# ---- design 1 ----
**Design 1: met1 routing**

Scale bar: 200 microns.
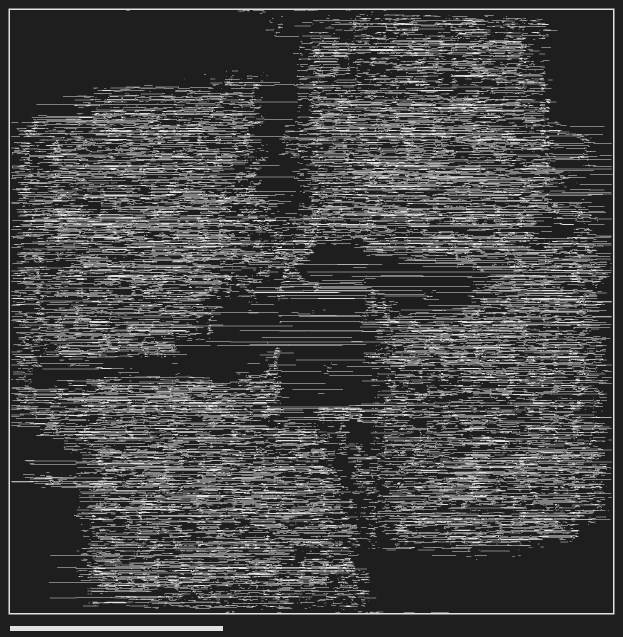

===== src/rtl/aurora_rx_lane_deskew.sv =====
// Receive-side lane combiner: per-lane deskew FIFOs realigned on a marker word,
// merged into one word per cycle with continuous marker alignment checking.
module aurora_rx_lane_deskew #(
  parameter int          LANES  = 4,
  parameter int          LANE_W = 64,
  parameter int          DEPTH  = 8,
  parameter logic [63:0] MARKER = 64'hA5A5_5A5A_C3C3_3C3C
) (
  input  logic                    user_clk,
  input  logic                    reset,
  input  logic [LANES*LANE_W-1:0] rx_data,
  input  logic [LANES-1:0]        rx_valid,
  input  logic [LANES-1:0]        lane_en,
  input  logic                    clear_err,
  output logic [LANES*LANE_W-1:0] out_data,
  output logic                    out_valid,
  output logic                    aligned,
  output logic                    skew_err
);
  localparam int AW = $clog2(DEPTH);
  localparam logic [LANE_W-1:0] MK = LANE_W'(MARKER);

  typedef enum logic [1:0] {FLUSH, HUNT, ALIGNED} state_t;
  state_t state, state_nxt;

  logic [LANES-1:0]        en_r;
  logic [LANES-1:0]        seen;
  logic [AW:0]             wr_ptr [LANES];
  logic [AW:0]             rd_ptr [LANES];
  logic [LANE_W:0]         mem    [LANES][DEPTH];

  logic [LANES-1:0]        hit, wr, wr_ok, full, empty, tag_rd, tag_in, ovf;
  logic [LANES*LANE_W-1:0] merged_p0, data_p1;
  logic                    vld_p1;
  logic                    pop, any1, all1, mixed, data_pop, err, en_chg, all_seen, load;

  always_comb begin
    hit       = '0;
    wr        = '0;
    full      = '0;
    empty     = '0;
    tag_rd    = '0;
    tag_in    = '0;
    merged_p0 = '0;
    for (int i = 0; i < LANES; i++) begin
      hit[i]    = en_r[i] && rx_valid[i] && (rx_data[i*LANE_W +: LANE_W] == MK);
      empty[i]  = (wr_ptr[i] == rd_ptr[i]);
      full[i]   = (wr_ptr[i][AW] != rd_ptr[i][AW]) &&
                  (wr_ptr[i][AW-1:0] == rd_ptr[i][AW-1:0]);
      tag_rd[i] = mem[i][rd_ptr[i][AW-1:0]][LANE_W];
      // Before a lane's first marker its words are discarded, the marker included.
      wr[i]     = en_r[i] && rx_valid[i] &&
                  ((state == ALIGNED) || ((state == HUNT) && seen[i]));
      tag_in[i] = hit[i] && (state == ALIGNED);
      if (en_r[i]) merged_p0[i*LANE_W +: LANE_W] = mem[i][rd_ptr[i][AW-1:0]][LANE_W-1:0];
    end
    pop      = (state == ALIGNED) && (en_r != '0) && ((~empty & en_r) == en_r);
    any1     = |(tag_rd & en_r);
    all1     = ((tag_rd & en_r) == en_r);
    mixed    = pop && any1 && !all1;
    data_pop = pop && !any1;
    // A full FIFO still accepts a write when it pops in the same cycle.
    ovf      = wr & full & ~{LANES{pop}};
    wr_ok    = wr & ~ovf;
    err      = (|ovf) || mixed;
    en_chg   = (lane_en != en_r);
    all_seen = (en_r != '0) && (((seen | hit) & en_r) == en_r);
  end

  always_comb begin
    state_nxt = state;
    case (state)
      FLUSH:   state_nxt = HUNT;
      HUNT:    if (err || en_chg) state_nxt = FLUSH;
               else if (all_seen) state_nxt = ALIGNED;
      ALIGNED: if (err || en_chg) state_nxt = FLUSH;
      default: state_nxt = FLUSH;
    endcase
  end

  assign load = data_pop && (state_nxt == ALIGNED);

  always_ff @(posedge user_clk) begin
    if (reset) begin
      state    <= HUNT;
      en_r     <= lane_en;
      seen     <= '0;
      skew_err <= 1'b0;
      vld_p1   <= 1'b0;
      data_p1  <= '0;
      for (int i = 0; i < LANES; i++) begin
        wr_ptr[i] <= '0;
        rd_ptr[i] <= '0;
      end
    end else begin
      state  <= state_nxt;
      en_r   <= lane_en;
      vld_p1 <= load;
      if (load) data_p1 <= merged_p0;
      if (err) skew_err <= 1'b1;
      else if (clear_err) skew_err <= 1'b0;
      for (int i = 0; i < LANES; i++) begin
        if (state == FLUSH) begin
          wr_ptr[i] <= '0;
          rd_ptr[i] <= '0;
          seen[i]   <= 1'b0;
        end else begin
          if ((state == HUNT) && hit[i] && !seen[i]) seen[i] <= 1'b1;
          if (wr_ok[i]) wr_ptr[i] <= wr_ptr[i] + 1'b1;
          if (pop && en_r[i]) rd_ptr[i] <= rd_ptr[i] + 1'b1;
        end
      end
    end
  end

  always_ff @(posedge user_clk) begin
    for (int i = 0; i < LANES; i++)
      if (wr_ok[i]) mem[i][wr_ptr[i][AW-1:0]] <= {tag_in[i], rx_data[i*LANE_W +: LANE_W]};
  end

  // p1: registered merged word
  assign out_data  = data_p1;
  assign out_valid = vld_p1;
  assign aligned   = (state == ALIGNED);
endmodule


===== config.mk =====
export PLATFORM = sky130hd
export DESIGN_NAME = aurora_rx_lane_deskew
export DESIGN_NICKNAME = d
export VERILOG_FILES = /design/src/rtl/aurora_rx_lane_deskew.sv
export SDC_FILE = /design/constraint.sdc
export NUM_CORES = 2
export LEC_CHECK = 0
export ABC_AREA = 1
export CAP_MARGIN = 10
export CORE_MARGIN = 2
export CORE_UTILIZATION = 30
export CTS_BUF_LIST = sky130_fd_sc_hd__clkbuf_8 sky130_fd_sc_hd__clkbuf_16
export DETAILED_ROUTE_END_ITERATION = 10
export GPL_TIMING_DRIVEN = 0
export PLACE_DENSITY_LB_ADDON = 0.15
export SLEW_MARGIN = 20
export SYNTH_ARGS = -nofsm -noshare
export SYNTH_HDL_FRONTEND = slang
export SYNTH_SLANG_ARGS = --single-unit

===== constraint.sdc =====
create_clock -name user_clk -period 21.8 [get_ports user_clk]
set_input_delay 4.36 -clock user_clk [delete_from_list [all_inputs] [get_ports user_clk]]
set_output_delay 4.36 -clock user_clk [all_outputs]
set_load 0.02 [all_outputs]

# ---- design 2 ----
<file path="src/rtl/toggle_decoder.sv">
// Toggle-encoded event decoder: every level change on t_in becomes one pulse, with count/sat/ovr status.
// Define TOGGLE_DECODER_SYNC_EN to put a two-flop synchronizer on t_in (asynchronous input); default is one sample flop.
module toggle_decoder #(
    parameter int CNT_W = 8
) (
    input  logic             clk,
    input  logic             rst_n,
    input  logic             t_in,
    input  logic             enable,
    input  logic             clr,
    input  logic             ack,
    output logic             pulse,
    output logic             pending,
    output logic [CNT_W-1:0] count,
    output logic             sat,
    output logic             ovr,
    output logic             q
);

    // state | meaning
    // INIT  | after reset, input pipeline and prev absorb the t_in level; pulses suppressed
    // IDLE  | no event awaiting acknowledge
    // PEND  | decoded event awaiting ack
    typedef enum logic [1:0] {INIT, IDLE, PEND} state_t;

`ifdef TOGGLE_DECODER_SYNC_EN
    localparam int D = 2;
`else
    localparam int D = 1;
`endif
    // INIT lasts until prev holds the level sampled at release, so a high t_in never shows as an edge
    localparam logic [1:0] INIT_LEN = 2'(D);
    localparam logic [CNT_W-1:0] CNT_MAX = {CNT_W{1'b1}};

    logic [D-1:0]     sync_q, sync_d;
    logic             prev_q, prev_d;
    logic             pulse_q, pulse_d;
    logic [CNT_W-1:0] count_q, count_d;
    logic             sat_q, sat_d;
    logic             ovr_q, ovr_d;
    logic [1:0]       init_q, init_d;
    state_t           state_q, state_d;
    logic             s_last;

    assign s_last = sync_q[D-1];

    always_comb begin
`ifdef TOGGLE_DECODER_SYNC_EN
        sync_d  = {sync_q[0], t_in};
`else
        sync_d  = t_in;
`endif
        prev_d  = s_last;
        pulse_d = enable & (s_last ^ prev_q) & (state_q != INIT);
        init_d  = init_q;
        state_d = state_q;
        count_d = count_q;
        sat_d   = sat_q;
        ovr_d   = ovr_q;

        case (state_q)
            INIT: begin
                if (init_q == 2'd0) state_d = IDLE;
                else                init_d  = init_q - 2'd1;
            end
            IDLE: if (pulse_d) state_d = PEND;
            PEND: begin
                if (ack && !pulse_d) state_d = IDLE;
                if (pulse_d && !ack) ovr_d = 1'b1;
            end
            default: state_d = INIT;
        endcase

        if (pulse_d && count_q != CNT_MAX) count_d = count_q + 1'b1;
        if (count_d == CNT_MAX) sat_d = 1'b1;

        // clr wins over a same-cycle event for status, but the pulse itself still goes out
        if (clr) begin
            count_d = '0;
            sat_d   = 1'b0;
            ovr_d   = 1'b0;
            if (state_q != INIT) state_d = IDLE;
        end
    end

    always_ff @(posedge clk or negedge rst_n) begin
        if (!rst_n) begin
            sync_q  <= '0;
            prev_q  <= 1'b0;
            pulse_q <= 1'b0;
            count_q <= '0;
            sat_q   <= 1'b0;
            ovr_q   <= 1'b0;
            init_q  <= INIT_LEN;
            state_q <= INIT;
        end else begin
            sync_q  <= sync_d;
            prev_q  <= prev_d;
            pulse_q <= pulse_d;
            count_q <= count_d;
            sat_q   <= sat_d;
            ovr_q   <= ovr_d;
            init_q  <= init_d;
            state_q <= state_d;
        end
    end

    assign pulse   = pulse_q;
    assign pending = (state_q == PEND);
    assign count   = count_q;
    assign sat     = sat_q;
    assign ovr     = ovr_q;
    assign q       = prev_q;

endmodule
</file>
<file path="config.mk">
export PLATFORM = sky130hd
export DESIGN_NAME = toggle_decoder
export DESIGN_NICKNAME = d
export VERILOG_FILES = /design/src/rtl/toggle_decoder.sv
export SDC_FILE = /design/constraint.sdc
export NUM_CORES = 1
export LEC_CHECK = 0
export CORE_MARGIN = 5
export CORE_UTILIZATION = 47
export CTS_BUF_LIST = sky130_fd_sc_hd__clkbuf_4
export CTS_CLUSTER_SIZE = 12
export DETAILED_ROUTE_END_ITERATION = 16
export PLACE_DENSITY = 0.77
export SLEW_MARGIN = 25
export SYNTH_ARGS = -nofsm -noshare
export SYNTH_HDL_FRONTEND = slang
export SYNTH_SLANG_ARGS = --single-unit
</file>
<file path="constraint.sdc">
create_clock -name clk -period 1.7 [get_ports clk]
set_input_delay 0.34 -clock clk [delete_from_list [all_inputs] [get_ports clk]]
set_output_delay 0.34 -clock clk [all_outputs]
set_load 0.02 [all_outputs]
</file>
# ---- design 3 ----
### src/rtl/multicycle_control.sv
// Multi-cycle MIPS control FSM: sequences fetch/decode/execute/memory/writeback,
// waits on mem_ready with a stall timeout, traps undefined opcodes and counts
// retired instructions.
module multicycle_control #(
  parameter int WAIT_LIMIT = 15,
  parameter int CNT_WIDTH  = 32
) (
  input  logic                 clk,
  input  logic                 reset,
  input  logic [5:0]           OP,
  input  logic                 mem_ready,
  output logic                 pc_write,
  output logic                 pc_write_cond_eq,
  output logic                 pc_write_cond_ne,
  output logic                 pc_source,
  output logic                 i_or_d,
  output logic                 mem_read,
  output logic                 mem_write,
  output logic                 ir_write,
  output logic                 reg_dst,
  output logic                 mem_to_reg,
  output logic                 reg_write,
  output logic                 alu_src_a,
  output logic [1:0]           alu_src_b,
  output logic [2:0]           ALUOp,
  output logic [3:0]           state,
  output logic                 illegal_op,
  output logic                 mem_timeout,
  output logic [CNT_WIDTH-1:0] instr_count
);

  localparam logic [5:0] OP_R    = 6'h00;
  localparam logic [5:0] OP_BEQ  = 6'h04;
  localparam logic [5:0] OP_BNE  = 6'h05;
  localparam logic [5:0] OP_ADDI = 6'h08;
  localparam logic [5:0] OP_ANDI = 6'h0C;
  localparam logic [5:0] OP_ORI  = 6'h0D;
  localparam logic [5:0] OP_LUI  = 6'h0F;
  localparam logic [5:0] OP_LW   = 6'h23;
  localparam logic [5:0] OP_SW   = 6'h2B;

  // Counter only needs to reach WAIT_LIMIT-1 before the trap fires.
  localparam int WW = $clog2(WAIT_LIMIT + 1);
  localparam logic [WW-1:0] WAIT_LAST = WW'(WAIT_LIMIT - 1);

  typedef enum logic [3:0] {
    S_FETCH     = 4'd0,
    S_DECODE    = 4'd1,
    S_MEM_ADDR  = 4'd2,
    S_MEM_READ  = 4'd3,
    S_MEM_WB    = 4'd4,
    S_MEM_WRITE = 4'd5,
    S_EXEC_R    = 4'd6,
    S_EXEC_I    = 4'd7,
    S_ALU_WB    = 4'd8,
    S_BRANCH    = 4'd9,
    S_ERROR     = 4'd15
  } state_t;

  state_t        cur_state, nxt_state;
  logic [WW-1:0] wait_cnt;
  logic          wait_hit, in_wait, retire, set_illegal, set_timeout;
  logic [2:0]    imm_aluop;

  assign state    = cur_state;
  assign in_wait  = (cur_state == S_FETCH) || (cur_state == S_MEM_READ) || (cur_state == S_MEM_WRITE);
  assign wait_hit = (wait_cnt == WAIT_LAST) && !mem_ready;
  assign retire   = (nxt_state == S_FETCH) &&
                    ((cur_state == S_MEM_WB) || (cur_state == S_MEM_WRITE) ||
                     (cur_state == S_ALU_WB) || (cur_state == S_BRANCH));

  // ALU operation for immediate-format arithmetic/logic instructions.
  always_comb begin
    case (OP)
      OP_ORI:  imm_aluop = 3'b101;
      OP_LUI:  imm_aluop = 3'b100;
      OP_ANDI: imm_aluop = 3'b001;
      default: imm_aluop = 3'b110;
    endcase
  end

  // Next-state selection plus one-cycle pulses for the sticky trap flags.
  always_comb begin
    nxt_state   = cur_state;
    set_illegal = 1'b0;
    set_timeout = 1'b0;
    case (cur_state)
      S_FETCH: begin
        if (mem_ready)     nxt_state = S_DECODE;
        else if (wait_hit) begin nxt_state = S_ERROR; set_timeout = 1'b1; end
      end
      S_DECODE: begin
        case (OP)
          OP_R:                              nxt_state = S_EXEC_R;
          OP_ADDI, OP_ORI, OP_ANDI, OP_LUI:  nxt_state = S_EXEC_I;
          OP_LW, OP_SW:                      nxt_state = S_MEM_ADDR;
          OP_BEQ, OP_BNE:                    nxt_state = S_BRANCH;
          default: begin nxt_state = S_ERROR; set_illegal = 1'b1; end
        endcase
      end
      S_MEM_ADDR:  nxt_state = (OP == OP_LW) ? S_MEM_READ : S_MEM_WRITE;
      S_MEM_READ: begin
        if (mem_ready)     nxt_state = S_MEM_WB;
        else if (wait_hit) begin nxt_state = S_ERROR; set_timeout = 1'b1; end
      end
      S_MEM_WB:    nxt_state = S_FETCH;
      S_MEM_WRITE: begin
        if (mem_ready)     nxt_state = S_FETCH;
        else if (wait_hit) begin nxt_state = S_ERROR; set_timeout = 1'b1; end
      end
      S_EXEC_R:    nxt_state = S_ALU_WB;
      S_EXEC_I:    nxt_state = S_ALU_WB;
      S_ALU_WB:    nxt_state = S_FETCH;
      S_BRANCH:    nxt_state = S_FETCH;
      S_ERROR:     nxt_state = S_ERROR;
      default:     nxt_state = S_ERROR;
    endcase
  end

  // State register.
  always_ff @(posedge clk or posedge reset) begin
    if (reset) cur_state <= S_FETCH;
    else       cur_state <= nxt_state;
  end

  // Stall counter: restarts on every state change, counts low mem_ready cycles.
  always_ff @(posedge clk or posedge reset) begin
    if (reset)                       wait_cnt <= '0;
    else if (nxt_state != cur_state) wait_cnt <= '0;
    else if (in_wait && !mem_ready)  wait_cnt <= wait_cnt + WW'(1);
  end

  // Sticky trap flags and the retired-instruction counter.
  always_ff @(posedge clk or posedge reset) begin
    if (reset) begin
      illegal_op  <= 1'b0;
      mem_timeout <= 1'b0;
      instr_count <= '0;
    end else begin
      if (set_illegal) illegal_op  <= 1'b1;
      if (set_timeout) mem_timeout <= 1'b1;
      if (retire)      instr_count <= instr_count + CNT_WIDTH'(1);
    end
  end

  // Datapath controls decoded from the current state; reset masks everything.
  always_comb begin
    pc_write         = 1'b0;
    pc_write_cond_eq = 1'b0;
    pc_write_cond_ne = 1'b0;
    pc_source        = 1'b0;
    i_or_d           = 1'b0;
    mem_read         = 1'b0;
    mem_write        = 1'b0;
    ir_write         = 1'b0;
    reg_dst          = 1'b0;
    mem_to_reg       = 1'b0;
    reg_write        = 1'b0;
    alu_src_a        = 1'b0;
    alu_src_b        = 2'b00;
    ALUOp            = 3'b000;
    case (cur_state)
      S_FETCH: begin
        mem_read  = 1'b1;
        alu_src_b = 2'b01;
        ALUOp     = 3'b110;
        ir_write  = mem_ready;
        pc_write  = mem_ready;
      end
      S_DECODE: begin
        alu_src_b = 2'b11;
        ALUOp     = 3'b110;
      end
      S_MEM_ADDR: begin
        alu_src_a = 1'b1;
        alu_src_b = 2'b10;
        ALUOp     = 3'b110;
      end
      S_MEM_READ: begin
        i_or_d   = 1'b1;
        mem_read = 1'b1;
      end
      S_MEM_WB: begin
        reg_write  = 1'b1;
        mem_to_reg = 1'b1;
      end
      S_MEM_WRITE: begin
        i_or_d    = 1'b1;
        mem_write = 1'b1;
      end
      S_EXEC_R: begin
        alu_src_a = 1'b1;
        ALUOp     = 3'b111;
      end
      S_EXEC_I: begin
        alu_src_a = 1'b1;
        alu_src_b = 2'b10;
        ALUOp     = imm_aluop;
      end
      S_ALU_WB: begin
        reg_write = 1'b1;
        reg_dst   = (OP == OP_R);
        ALUOp     = (OP == OP_R) ? 3'b111 : imm_aluop;
      end
      S_BRANCH: begin
        alu_src_a        = 1'b1;
        pc_source        = 1'b1;
        pc_write_cond_eq = (OP == OP_BEQ);
        pc_write_cond_ne = (OP == OP_BNE);
      end
      default: ;
    endcase
    if (reset) begin
      pc_write         = 1'b0;
      pc_write_cond_eq = 1'b0;
      pc_write_cond_ne = 1'b0;
      pc_source        = 1'b0;
      i_or_d           = 1'b0;
      mem_read         = 1'b0;
      mem_write        = 1'b0;
      ir_write         = 1'b0;
      reg_dst          = 1'b0;
      mem_to_reg       = 1'b0;
      reg_write        = 1'b0;
      alu_src_a        = 1'b0;
      alu_src_b        = 2'b00;
      ALUOp            = 3'b000;
    end
  end

endmodule

### config.mk
export PLATFORM = sky130hd
export DESIGN_NAME = multicycle_control
export DESIGN_NICKNAME = d
export VERILOG_FILES = /design/src/rtl/multicycle_control.sv
export SDC_FILE = /design/constraint.sdc
export NUM_CORES = 1
export LEC_CHECK = 0
export CAP_MARGIN = 10
export CORE_AREA = 2 2 83 85
export CTS_CLUSTER_DIAMETER = 50
export DETAILED_ROUTE_END_ITERATION = 6
export DIE_AREA = 0 0 85 87
export PLACE_DENSITY = 0.69
export SYNTH_ARGS = -nofsm -noshare
export SYNTH_HDL_FRONTEND = slang
export SYNTH_SLANG_ARGS = --single-unit
### constraint.sdc
create_clock -name clk -period 8.7 [get_ports clk]
set_clock_uncertainty 0.1 [all_clocks]
set_input_delay 2.61 -clock clk [delete_from_list [all_inputs] [get_ports clk]]
set_output_delay 2.61 -clock clk [all_outputs]
set_load 0.01 [all_outputs]
# ---- design 4 ----
<file path="config.mk">
export PLATFORM = sky130hd
export DESIGN_NAME = decode_stage
export DESIGN_NICKNAME = d
export VERILOG_FILES = /design/src/rtl/decode_pkg.sv /design/src/rtl/decode_scoreboard.sv /design/src/rtl/decode_stage.sv
export SDC_FILE = /design/constraint.sdc
export NUM_CORES = 1
export LEC_CHECK = 0
export CORE_MARGIN = 3
export CORE_UTILIZATION = 40
export CTS_CLUSTER_SIZE = 10
export DETAILED_ROUTE_END_ITERATION = 12
export GPL_ROUTABILITY_DRIVEN = 0
export PLACE_DENSITY_LB_ADDON = 0.15
export SYNTH_ARGS = -nofsm -noshare
export SYNTH_HDL_FRONTEND = slang
export SYNTH_SLANG_ARGS = --single-unit
</file>
<file path="constraint.sdc">
create_clock -name clk -period 6.3 [get_ports clk]
set_input_delay 1.26 -clock clk [delete_from_list [all_inputs] [get_ports clk]]
set_output_delay 1.26 -clock clk [all_outputs]
set_load 0.005 [all_outputs]
</file>
<file path="src/rtl/decode_pkg.sv">
// Shared opcode/funct constants and FSM state type for the decode stage.
package decode_pkg;

  localparam logic [5:0] OP_SPECIAL = 6'b000000;
  localparam logic [5:0] OP_J       = 6'b000010;
  localparam logic [5:0] OP_JAL     = 6'b000011;
  localparam logic [5:0] OP_BEQ     = 6'b000100;
  localparam logic [5:0] OP_BNE     = 6'b000101;
  localparam logic [5:0] OP_BC      = 6'b110010;
  localparam logic [5:0] OP_LUI     = 6'b001111;
  localparam logic [5:0] OP_ANDI    = 6'b001100;
  localparam logic [5:0] OP_ORI     = 6'b001101;
  localparam logic [5:0] OP_XORI    = 6'b001110;

  localparam logic [5:0] FN_JR  = 6'b001001;
  localparam logic [5:0] FN_SLL = 6'b000000;
  localparam logic [5:0] FN_SRL = 6'b000010;
  localparam logic [5:0] FN_SRA = 6'b000011;

  localparam logic [4:0] REG_RA = 5'd31;

  typedef enum logic {
    IDLE = 1'b0,
    HOLD = 1'b1
  } state_e;

  function automatic logic is_store(input logic [5:0] op);
    return op[5:3] == 3'b101;
  endfunction

endpackage

</file>
<file path="src/rtl/decode_scoreboard.sv">
// Busy mask for registers awaiting write-back; a same-cycle write-back
// counts as ready because the register file is write-first.
module decode_scoreboard
  import decode_pkg::*;
(
  input  logic       clk,
  input  logic       rstn,
  input  logic       set_en_i,
  input  logic [4:0] set_reg_i,
  input  logic       clr_en_i,
  input  logic [4:0] clr_reg_i,
  input  logic [4:0] qa_addr_i,
  input  logic [4:0] qb_addr_i,
  output logic       qa_ready_o,
  output logic       qb_ready_o
);

  logic [31:0] busy_q, busy_d;

  always_comb begin
    busy_d = busy_q;
    if (clr_en_i) busy_d[clr_reg_i] = 1'b0;
    // set applied last so an issuing writer wins over an old write-back
    if (set_en_i) busy_d[set_reg_i] = 1'b1;
  end

  always_ff @(posedge clk) begin
    if (!rstn) busy_q <= '0;
    else       busy_q <= busy_d;
  end

  assign qa_ready_o = (qa_addr_i == 5'd0) || !busy_q[qa_addr_i] ||
                      (clr_en_i && (clr_reg_i == qa_addr_i));
  assign qb_ready_o = (qb_addr_i == 5'd0) || !busy_q[qb_addr_i] ||
                      (clr_en_i && (clr_reg_i == qb_addr_i));

endmodule

</file>
<file path="src/rtl/decode_stage.sv">
// Decode stage: field split, immediate extension, hazard hold and
// registered decode bundle for execute.
//
//   state | meaning
//   IDLE  | waiting for fetch; incoming instruction decoded directly
//   HOLD  | instruction parked in hold register until its sources are ready
module decode_stage
  import decode_pkg::*;
(
  input  logic        clk,
  input  logic        rstn,
  input  logic        enable,
  input  logic [31:0] pc,
  input  logic [31:0] command,
  input  logic        flush,
  output logic [4:0]  rs_addr,
  output logic [4:0]  rt_addr,
  input  logic [31:0] rs_data,
  input  logic [31:0] rt_data,
  input  logic        wb_en,
  input  logic [4:0]  wb_reg,
  output logic        stall,
  output logic        done,
  output logic [31:0] d_pc,
  output logic [31:0] d_command,
  output logic [31:0] d_imm,
  output logic [31:0] d_rs_val,
  output logic [31:0] d_rt_val,
  output logic [4:0]  d_dst,
  output logic        d_wen
);

  state_e      state_q, state_d;
  logic [31:0] hold_pc_q, hold_pc_d;
  logic [31:0] hold_cmd_q, hold_cmd_d;
  logic        done_q;
  logic [31:0] d_pc_q, d_cmd_q, d_imm_q, d_rs_q, d_rt_q;
  logic [4:0]  d_dst_q;
  logic        d_wen_q;

  logic [31:0] cur_pc, cur_cmd;
  logic [5:0]  op, funct;
  logic [4:0]  rs, rt, rd;
  logic [15:0] imm16;
  logic        has_dst, wen, need_rs, need_rt, is_shift;
  logic [4:0]  dst;
  logic [31:0] imm;
  logic        rs_rdy, rt_rdy, ready, issue;

  assign cur_pc  = (state_q == HOLD) ? hold_pc_q  : pc;
  assign cur_cmd = (state_q == HOLD) ? hold_cmd_q : command;

  assign op    = cur_cmd[31:26];
  assign rs    = cur_cmd[25:21];
  assign rt    = cur_cmd[20:16];
  assign rd    = cur_cmd[15:11];
  assign funct = cur_cmd[5:0];
  assign imm16 = cur_cmd[15:0];

  assign is_shift = (op == OP_SPECIAL) &&
                    (funct == FN_SLL || funct == FN_SRL || funct == FN_SRA);

  always_comb begin
    has_dst = 1'b1;
    dst     = rt;
    if (op == OP_SPECIAL) begin
      dst     = rd;
      has_dst = !((funct == FN_JR) && (rd == 5'd0));
    end else if (op == OP_JAL) begin
      dst = REG_RA;
    end else if (op == OP_J || op == OP_BC || op == OP_BEQ || op == OP_BNE ||
                 is_store(op)) begin
      has_dst = 1'b0;
      dst     = 5'd0;
    end
    if (!has_dst) dst = 5'd0;
  end

  assign wen = has_dst && (dst != 5'd0);

  always_comb begin
    need_rs = 1'b1;
    need_rt = 1'b0;
    if (op == OP_SPECIAL) begin
      need_rs = !is_shift;
      need_rt = 1'b1;
    end else if (op == OP_BEQ || op == OP_BNE || is_store(op)) begin
      need_rt = 1'b1;
    end else if (op == OP_LUI || op == OP_J || op == OP_JAL || op == OP_BC) begin
      need_rs = 1'b0;
    end
  end

  always_comb begin
    imm = {{16{imm16[15]}}, imm16};
    if (op == OP_ANDI || op == OP_ORI || op == OP_XORI)
      imm = {16'h0, imm16};
    else if (op == OP_LUI)
      imm = {imm16, 16'h0};
    else if (op == OP_J || op == OP_JAL)
      imm = {cur_pc[31:28], cur_cmd[25:0], 2'b00};
    else if (op == OP_BC)
      imm = {{4{cur_cmd[25]}}, cur_cmd[25:0], 2'b00};
  end

  assign rs_addr = rs;
  assign rt_addr = rt;

  decode_scoreboard u_sb (
    .clk        (clk),
    .rstn       (rstn),
    .set_en_i   (issue && wen),
    .set_reg_i  (dst),
    .clr_en_i   (wb_en),
    .clr_reg_i  (wb_reg),
    .qa_addr_i  (rs),
    .qb_addr_i  (rt),
    .qa_ready_o (rs_rdy),
    .qb_ready_o (rt_rdy)
  );

  assign ready = (!need_rs || rs_rdy) && (!need_rt || rt_rdy);

  always_comb begin
    state_d    = state_q;
    hold_pc_d  = hold_pc_q;
    hold_cmd_d = hold_cmd_q;
    issue      = 1'b0;
    case (state_q)
      IDLE: begin
        if (enable) begin
          if (ready) begin
            issue = 1'b1;
          end else begin
            state_d    = HOLD;
            hold_pc_d  = pc;
            hold_cmd_d = command;
          end
        end
      end
      HOLD: begin
        if (ready) begin
          issue   = 1'b1;
          state_d = IDLE;
        end
      end
      default: state_d = IDLE;
    endcase
    // redirect kills both the held and the incoming instruction
    if (flush) begin
      issue   = 1'b0;
      state_d = IDLE;
    end
  end

  always_ff @(posedge clk) begin
    if (!rstn) begin
      state_q    <= IDLE;
      hold_pc_q  <= '0;
      hold_cmd_q <= '0;
      done_q     <= 1'b0;
      d_pc_q     <= '0;
      d_cmd_q    <= '0;
      d_imm_q    <= '0;
      d_rs_q     <= '0;
      d_rt_q     <= '0;
      d_dst_q    <= '0;
      d_wen_q    <= 1'b0;
    end else begin
      state_q    <= state_d;
      hold_pc_q  <= hold_pc_d;
      hold_cmd_q <= hold_cmd_d;
      done_q     <= issue;
      if (issue) begin
        d_pc_q  <= cur_pc;
        d_cmd_q <= cur_cmd;
        d_imm_q <= imm;
        d_rs_q  <= rs_data;
        d_rt_q  <= rt_data;
        d_dst_q <= dst;
        d_wen_q <= wen;
      end
    end
  end

  assign stall     = (state_q == HOLD);
  assign done      = done_q;
  assign d_pc      = d_pc_q;
  assign d_command = d_cmd_q;
  assign d_imm     = d_imm_q;
  assign d_rs_val  = d_rs_q;
  assign d_rt_val  = d_rt_q;
  assign d_dst     = d_dst_q;
  assign d_wen     = d_wen_q;

endmodule

</file>
**Design 4: met1 routing**

Scale bar: 50 microns.
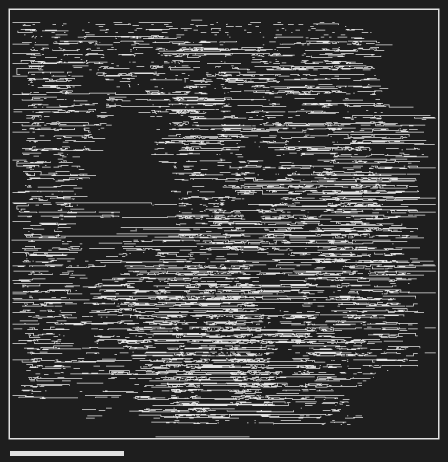
The layer carries 18600 microns of wire. The longest straight run is 51.1 microns. 1688 nets have wire on it. The layer holds 43% of the routed length. The wires run mostly horizontal.
Routed WL: 43500 microns
grt met1 use: 30.9%
total via count after detailed routing: 12000

==> results.cfg, design 4 <==
; flow metrics
[cells_and_area]
final.clkbuf_count = 42
signal_buffers = 333
layout_top_cells = 405 x nand2_1, 314 x clkdlybuf4s50_1, 262 x dfxtp_1
final_net_count = 1881

[global_route]
busiest_layer = met2
antenna_found_initial = 1

[synth]
ys_cells = 1511
syn-mean-instance-area_sq_um = 8.69
synthAoiAreaFrac_pct = 15.4
synth-adder-area-share_pct = 0

[timing]
final_hold_viol_count = 0
timing.clock.skew_ns = 0.0112
max-slew-margin-rel_pct = 24.9
max_clock_freq_mhz = 219
finalClockPeriodUsage_pct = 72.4
finalHoldWorstSlack_ns = 0.453

[place]
numPortBuffers = 315

[detailed_routing]
drt.antenna.violating_nets = 0
viasPerCell = 5.50
highest-signal-layer = met4

[critical_path]
crit_path_end = hold_pc_q[21]
crit_top_cell = mux2i_1

[worst_hold_path]
endpoint_of_the_worst_hold_timing_path = hold_pc_q[22]

[outcome]
status = finished, final reports clean

[flow_run]
reported_max_cap_violation_count = 0

[power]
vdd.ir_drop.worst_mv = 0.189

[clock_network]
worst_setup_hold_path_clk_slew_ns = 0.06
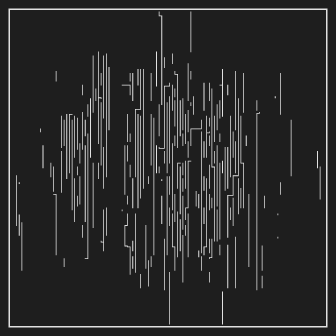
**Above:** design 2 (signal wires on met2).
The longest straight run is 30.8 microns. The layer carries 1180 microns of wire. 129 nets have wire on it. The wires run mostly vertical. The layer holds 53% of the routed length.
Routed WL: 2210 microns
met2 global-route usage: 35.2%
total via count after detailed routing: 866

**Design 2: met1 routing**

Scale bar: 20 microns.
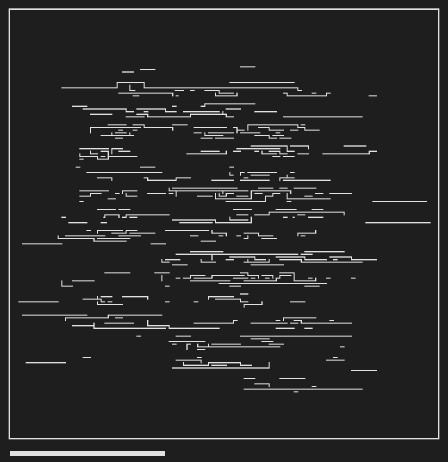
The longest straight run is 19.8 microns. 127 nets have wire on it. The wires run mostly horizontal.
grt met1 use: 19.6%

==> results.cfg, design 2 <==
; flow metrics
[cells_and_area]
mostFrequentLayoutCell = buf_4
comb_share_pct = 39.6
final_util_pct = 68.2
layout_top_cells = 15 x buf_4, 14 x dfrtp_1, 12 x nor2_1
final_net_count = 141
synthToLayoutAreaGrowth_pct = 38.8
bufAreaShareNonClock_pct = 21.5
seqAreaFraction_pct = 32.4
n_sequential_cell = 17
layout.cells.non_filler = 159

[global_route]
antenna_found_initial = 0
global_route.usage.met3_pct = 3.75
grt_max_degree = 18

[synth]
synth-adder-area-share_pct = 2.62
synth.net_count = 106
top_area_cell = dfrtp_1
ys_seq_share_pct = 44.7
enable_flop_cells = 0
ys_top_logic_family = simple AND/OR/NAND/NOR gates
netlist_instances = 98

[clock_network]
cell_at_the_root_of_the_clock_tree = clkbuf_4
worst_setup_hold_path_clk_slew_ns = 0.09

[power]
clkPwrFrac_pct = 28.6
vdd.ir_drop.worst_mv = 0.512
pwr.group.combinational_uw = 140
power.density_mw_per_mm2 = 603

[critical_path]
timing.critical_path.slowest_cell_delay_ns = 0.46
timing.critical_path.required_ns = 1.89
critPathCaptureType = register
critical_path.reg2reg.startpoint = count[6]
worstSetupPathDepth = 5
path_delay_family = simple AND/OR/NAND/NOR gates

[detailed_routing]
wl_met3_microns = 102
viasPerCell = 5.45
highest-signal-layer = met4
drt-wirelength-per-cell_microns = 13.9

[floorplan]
fp_util_pct = 49.2
floorplan.tapcells = 27

[outcome]
status = finished, final reports clean

[timing]
finalClockPeriodUsage_pct = 95.2
max_clock_freq_mhz = 618
finalCriticalPeriod_ns = 1.62
timing.clock.skew_ns = 0.00372

[worst_hold_path]
hold_path_class = primary input to async pin

[flow_run]
openroad.warnings = 27

[place]
dp_hpwl_microns = 1710
gp_congestion = 0.979
**Design 1: signal wires on met2**

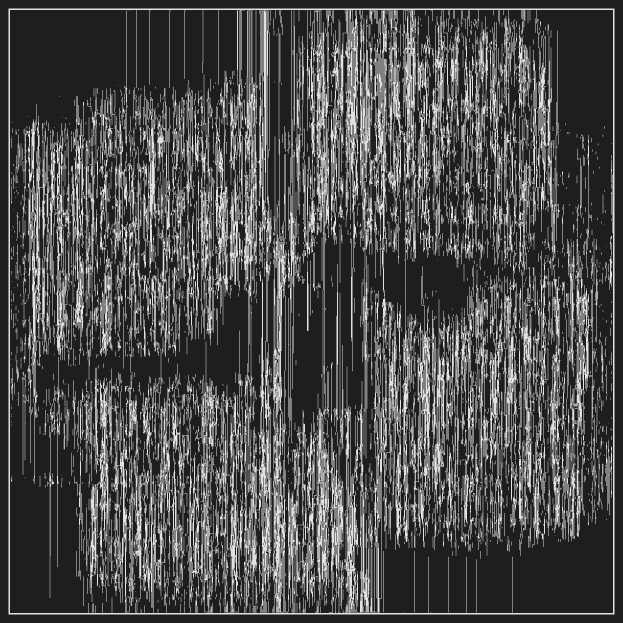
7185 nets have wire on it. The layer carries 168 mm of wire. The wires run mostly vertical.
Routed WL: 358000 microns
total via count after detailed routing: 67800
met2 global-route usage: 35.3%

**Design 1: signal metal coverage by tile**

Scale bar: 200 microns. 28 x 28 tiles, from black (low) to pale yellow (high), scaled to the fullest tile. Values are wire area over tile area, all layers added.
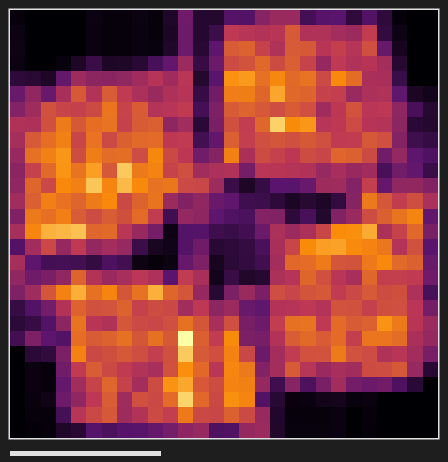
The mean over all tiles is 0.18. 42% of the tiles are over half the peak. 8.5% of the tiles are nearly empty. The densest ninth of the die: left middle. The fullest tile reaches 0.45.
global-route total usage across every layer: 21.6%
wire length per cell after detailed routing: 26.6 microns

## Picture notes: 'met1 routing' of design 1
The layer holds 42% of the routed length. The layer carries 151 mm of wire. The longest straight run is 200 microns. 8916 nets have wire on it. The wires run mostly horizontal.
grt met1 use: 28.6%

==> results.cfg, design 1 <==
; flow metrics
[outcome]
status = finished, final reports clean

[power]
net-switching-power_uw = 2410
static-leakage-power_uw = 0.0400
combinationalPowerShare_pct = 6.3
p_int_uw = 7820

[timing]
fin_tns_setup_ns = 0
timing_max_transition_violations_final = 0
final_hold_viol_count = 0
timing.clock.skew_ns = 0.0783

[place]
placement.cell_area_sq_mm = 0.109

[synth]
synth-adder-area-share_pct = 0.105
syn-mean-instance-area_sq_um = 11.8
ys_top_logic_family = simple AND/OR/NAND/NOR gates
top_cell_area_share_pct = 66.7
synth_chip_area_sq_mm = 0.0950
ys_seq_share_pct = 72.4
top_area_cell = edfxtp_1
synth.cell_area_sq_mm = 0.0950
synth.yosys.warnings = 0
yosys.cell_types.count = 31
synthAoiAreaFrac_pct = 10.4

[cells_and_area]
final_util_pct = 37.4
final_cell_area_sq_mm = 0.118
synthToLayoutAreaGrowth_pct = 23.9
clkCellAreaFrac_pct = 7.65
mostFrequentLayoutCell = edfxtp_1
bufAreaShareNonClock_pct = 8.87
logic_gate_count = 4499

[global_route]
grt_max_degree = 21
first_global_vias = 66400
grt_overflow = 0
busiest_layer = met2

[critical_path]
arrival_ns = 9.51
critPathCaptureType = register
cp_num_buf_inv = 4

[floorplan]
core_region_area_sq_mm = 0.315
die_h_microns = 567

[worst_hold_path]
holdPathStages = 2

[flow_run]
openroad.warnings = 27

[detailed_routing]
viasPerCell = 5.04
drt_iter0_markers = 6503
**Design 3: signal wires on met2**

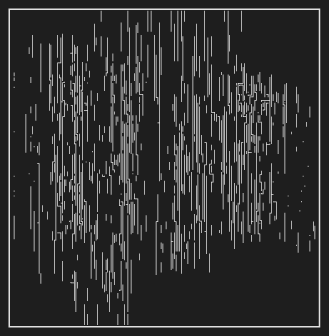
The longest straight run is 43.5 microns. The layer holds 47% of the routed length.
met2 global-route usage: 31.5%
Routed WL: 6670 microns

==> results.cfg, design 3 <==
; flow metrics
[power]
clkPwrFrac_pct = 30.5
static-leakage-power_uw = 0.00135
swShare_pct = 25.4

[cells_and_area]
ff_latch_area_sq_mm = 0.00105
dominant-cell-class = logic gates
comb_share_pct = 44.4

[worst_hold_path]
holdPathStages = 1
hold_start = illegal_op

[detailed_routing]
drt.antenna.violating_nets = 0
highest-signal-layer = met4
viasPerCell = 5.70
drt_pre_antenna_iters = 4

[place]
placement.cell_area_sq_mm = 0.00336
numPortBuffers = 63

[critical_path]
crit_path_end = ALUOp[0]
cp_num_buf_inv = 2
crit_top_cell = clkdlybuf4s50_1

[clock_network]
cts_sinks = 42
cts_buffers = 5
level_count_of_the_clock_h_tree = 2

[global_route]
global_route.usage.met3_pct = 3.89

[timing]
fin_tns_setup_ns = 0
tightestPinTransition_ns = 0.849
timing_max_transition_violations_final = 0

[synth]
top_cell_area_share_pct = 38.4
synth-adder-area-share_pct = 1.37
synth.cell_area_sq_mm = 0.00274

[outcome]
status = finished, final reports clean

[flow_run]
reported_max_cap_violation_count = 0


==> screenshots <==
Routing congestion.
(a)
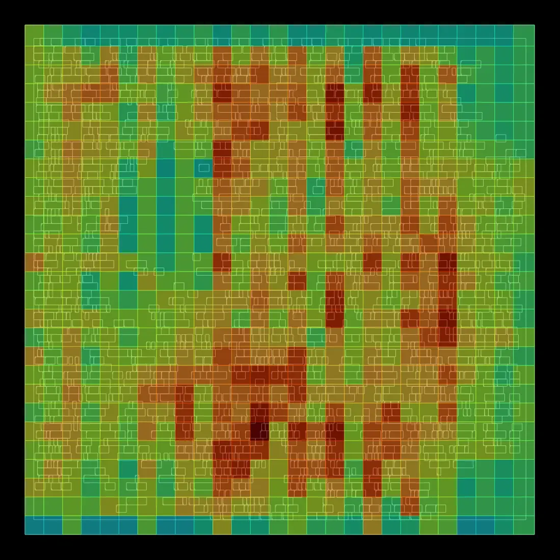
(b)
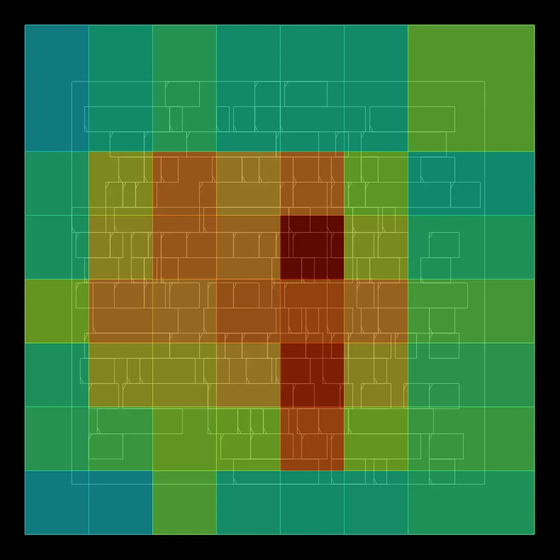
(c)
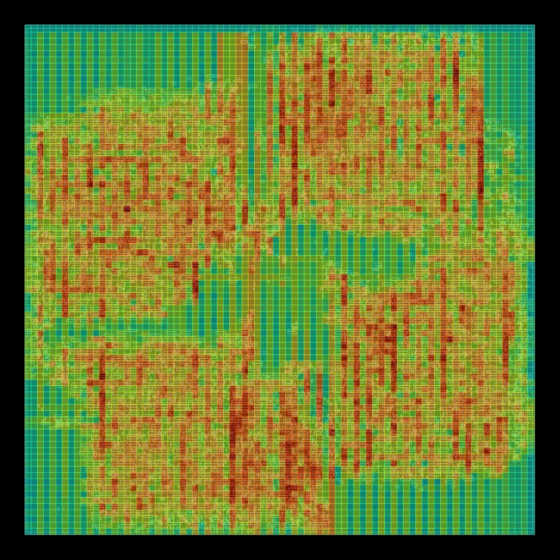
(d)
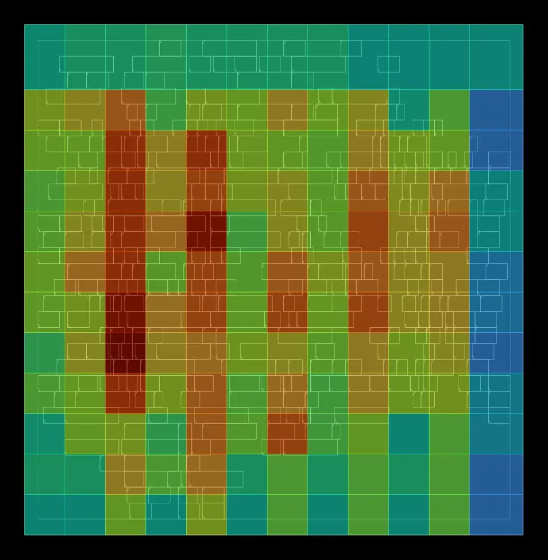
- design 2 = (b)
- design 4 = (a)
- design 3 = (d)
- design 1 = (c)

No activity file was given, so power comes from the tool's default toggle rates.
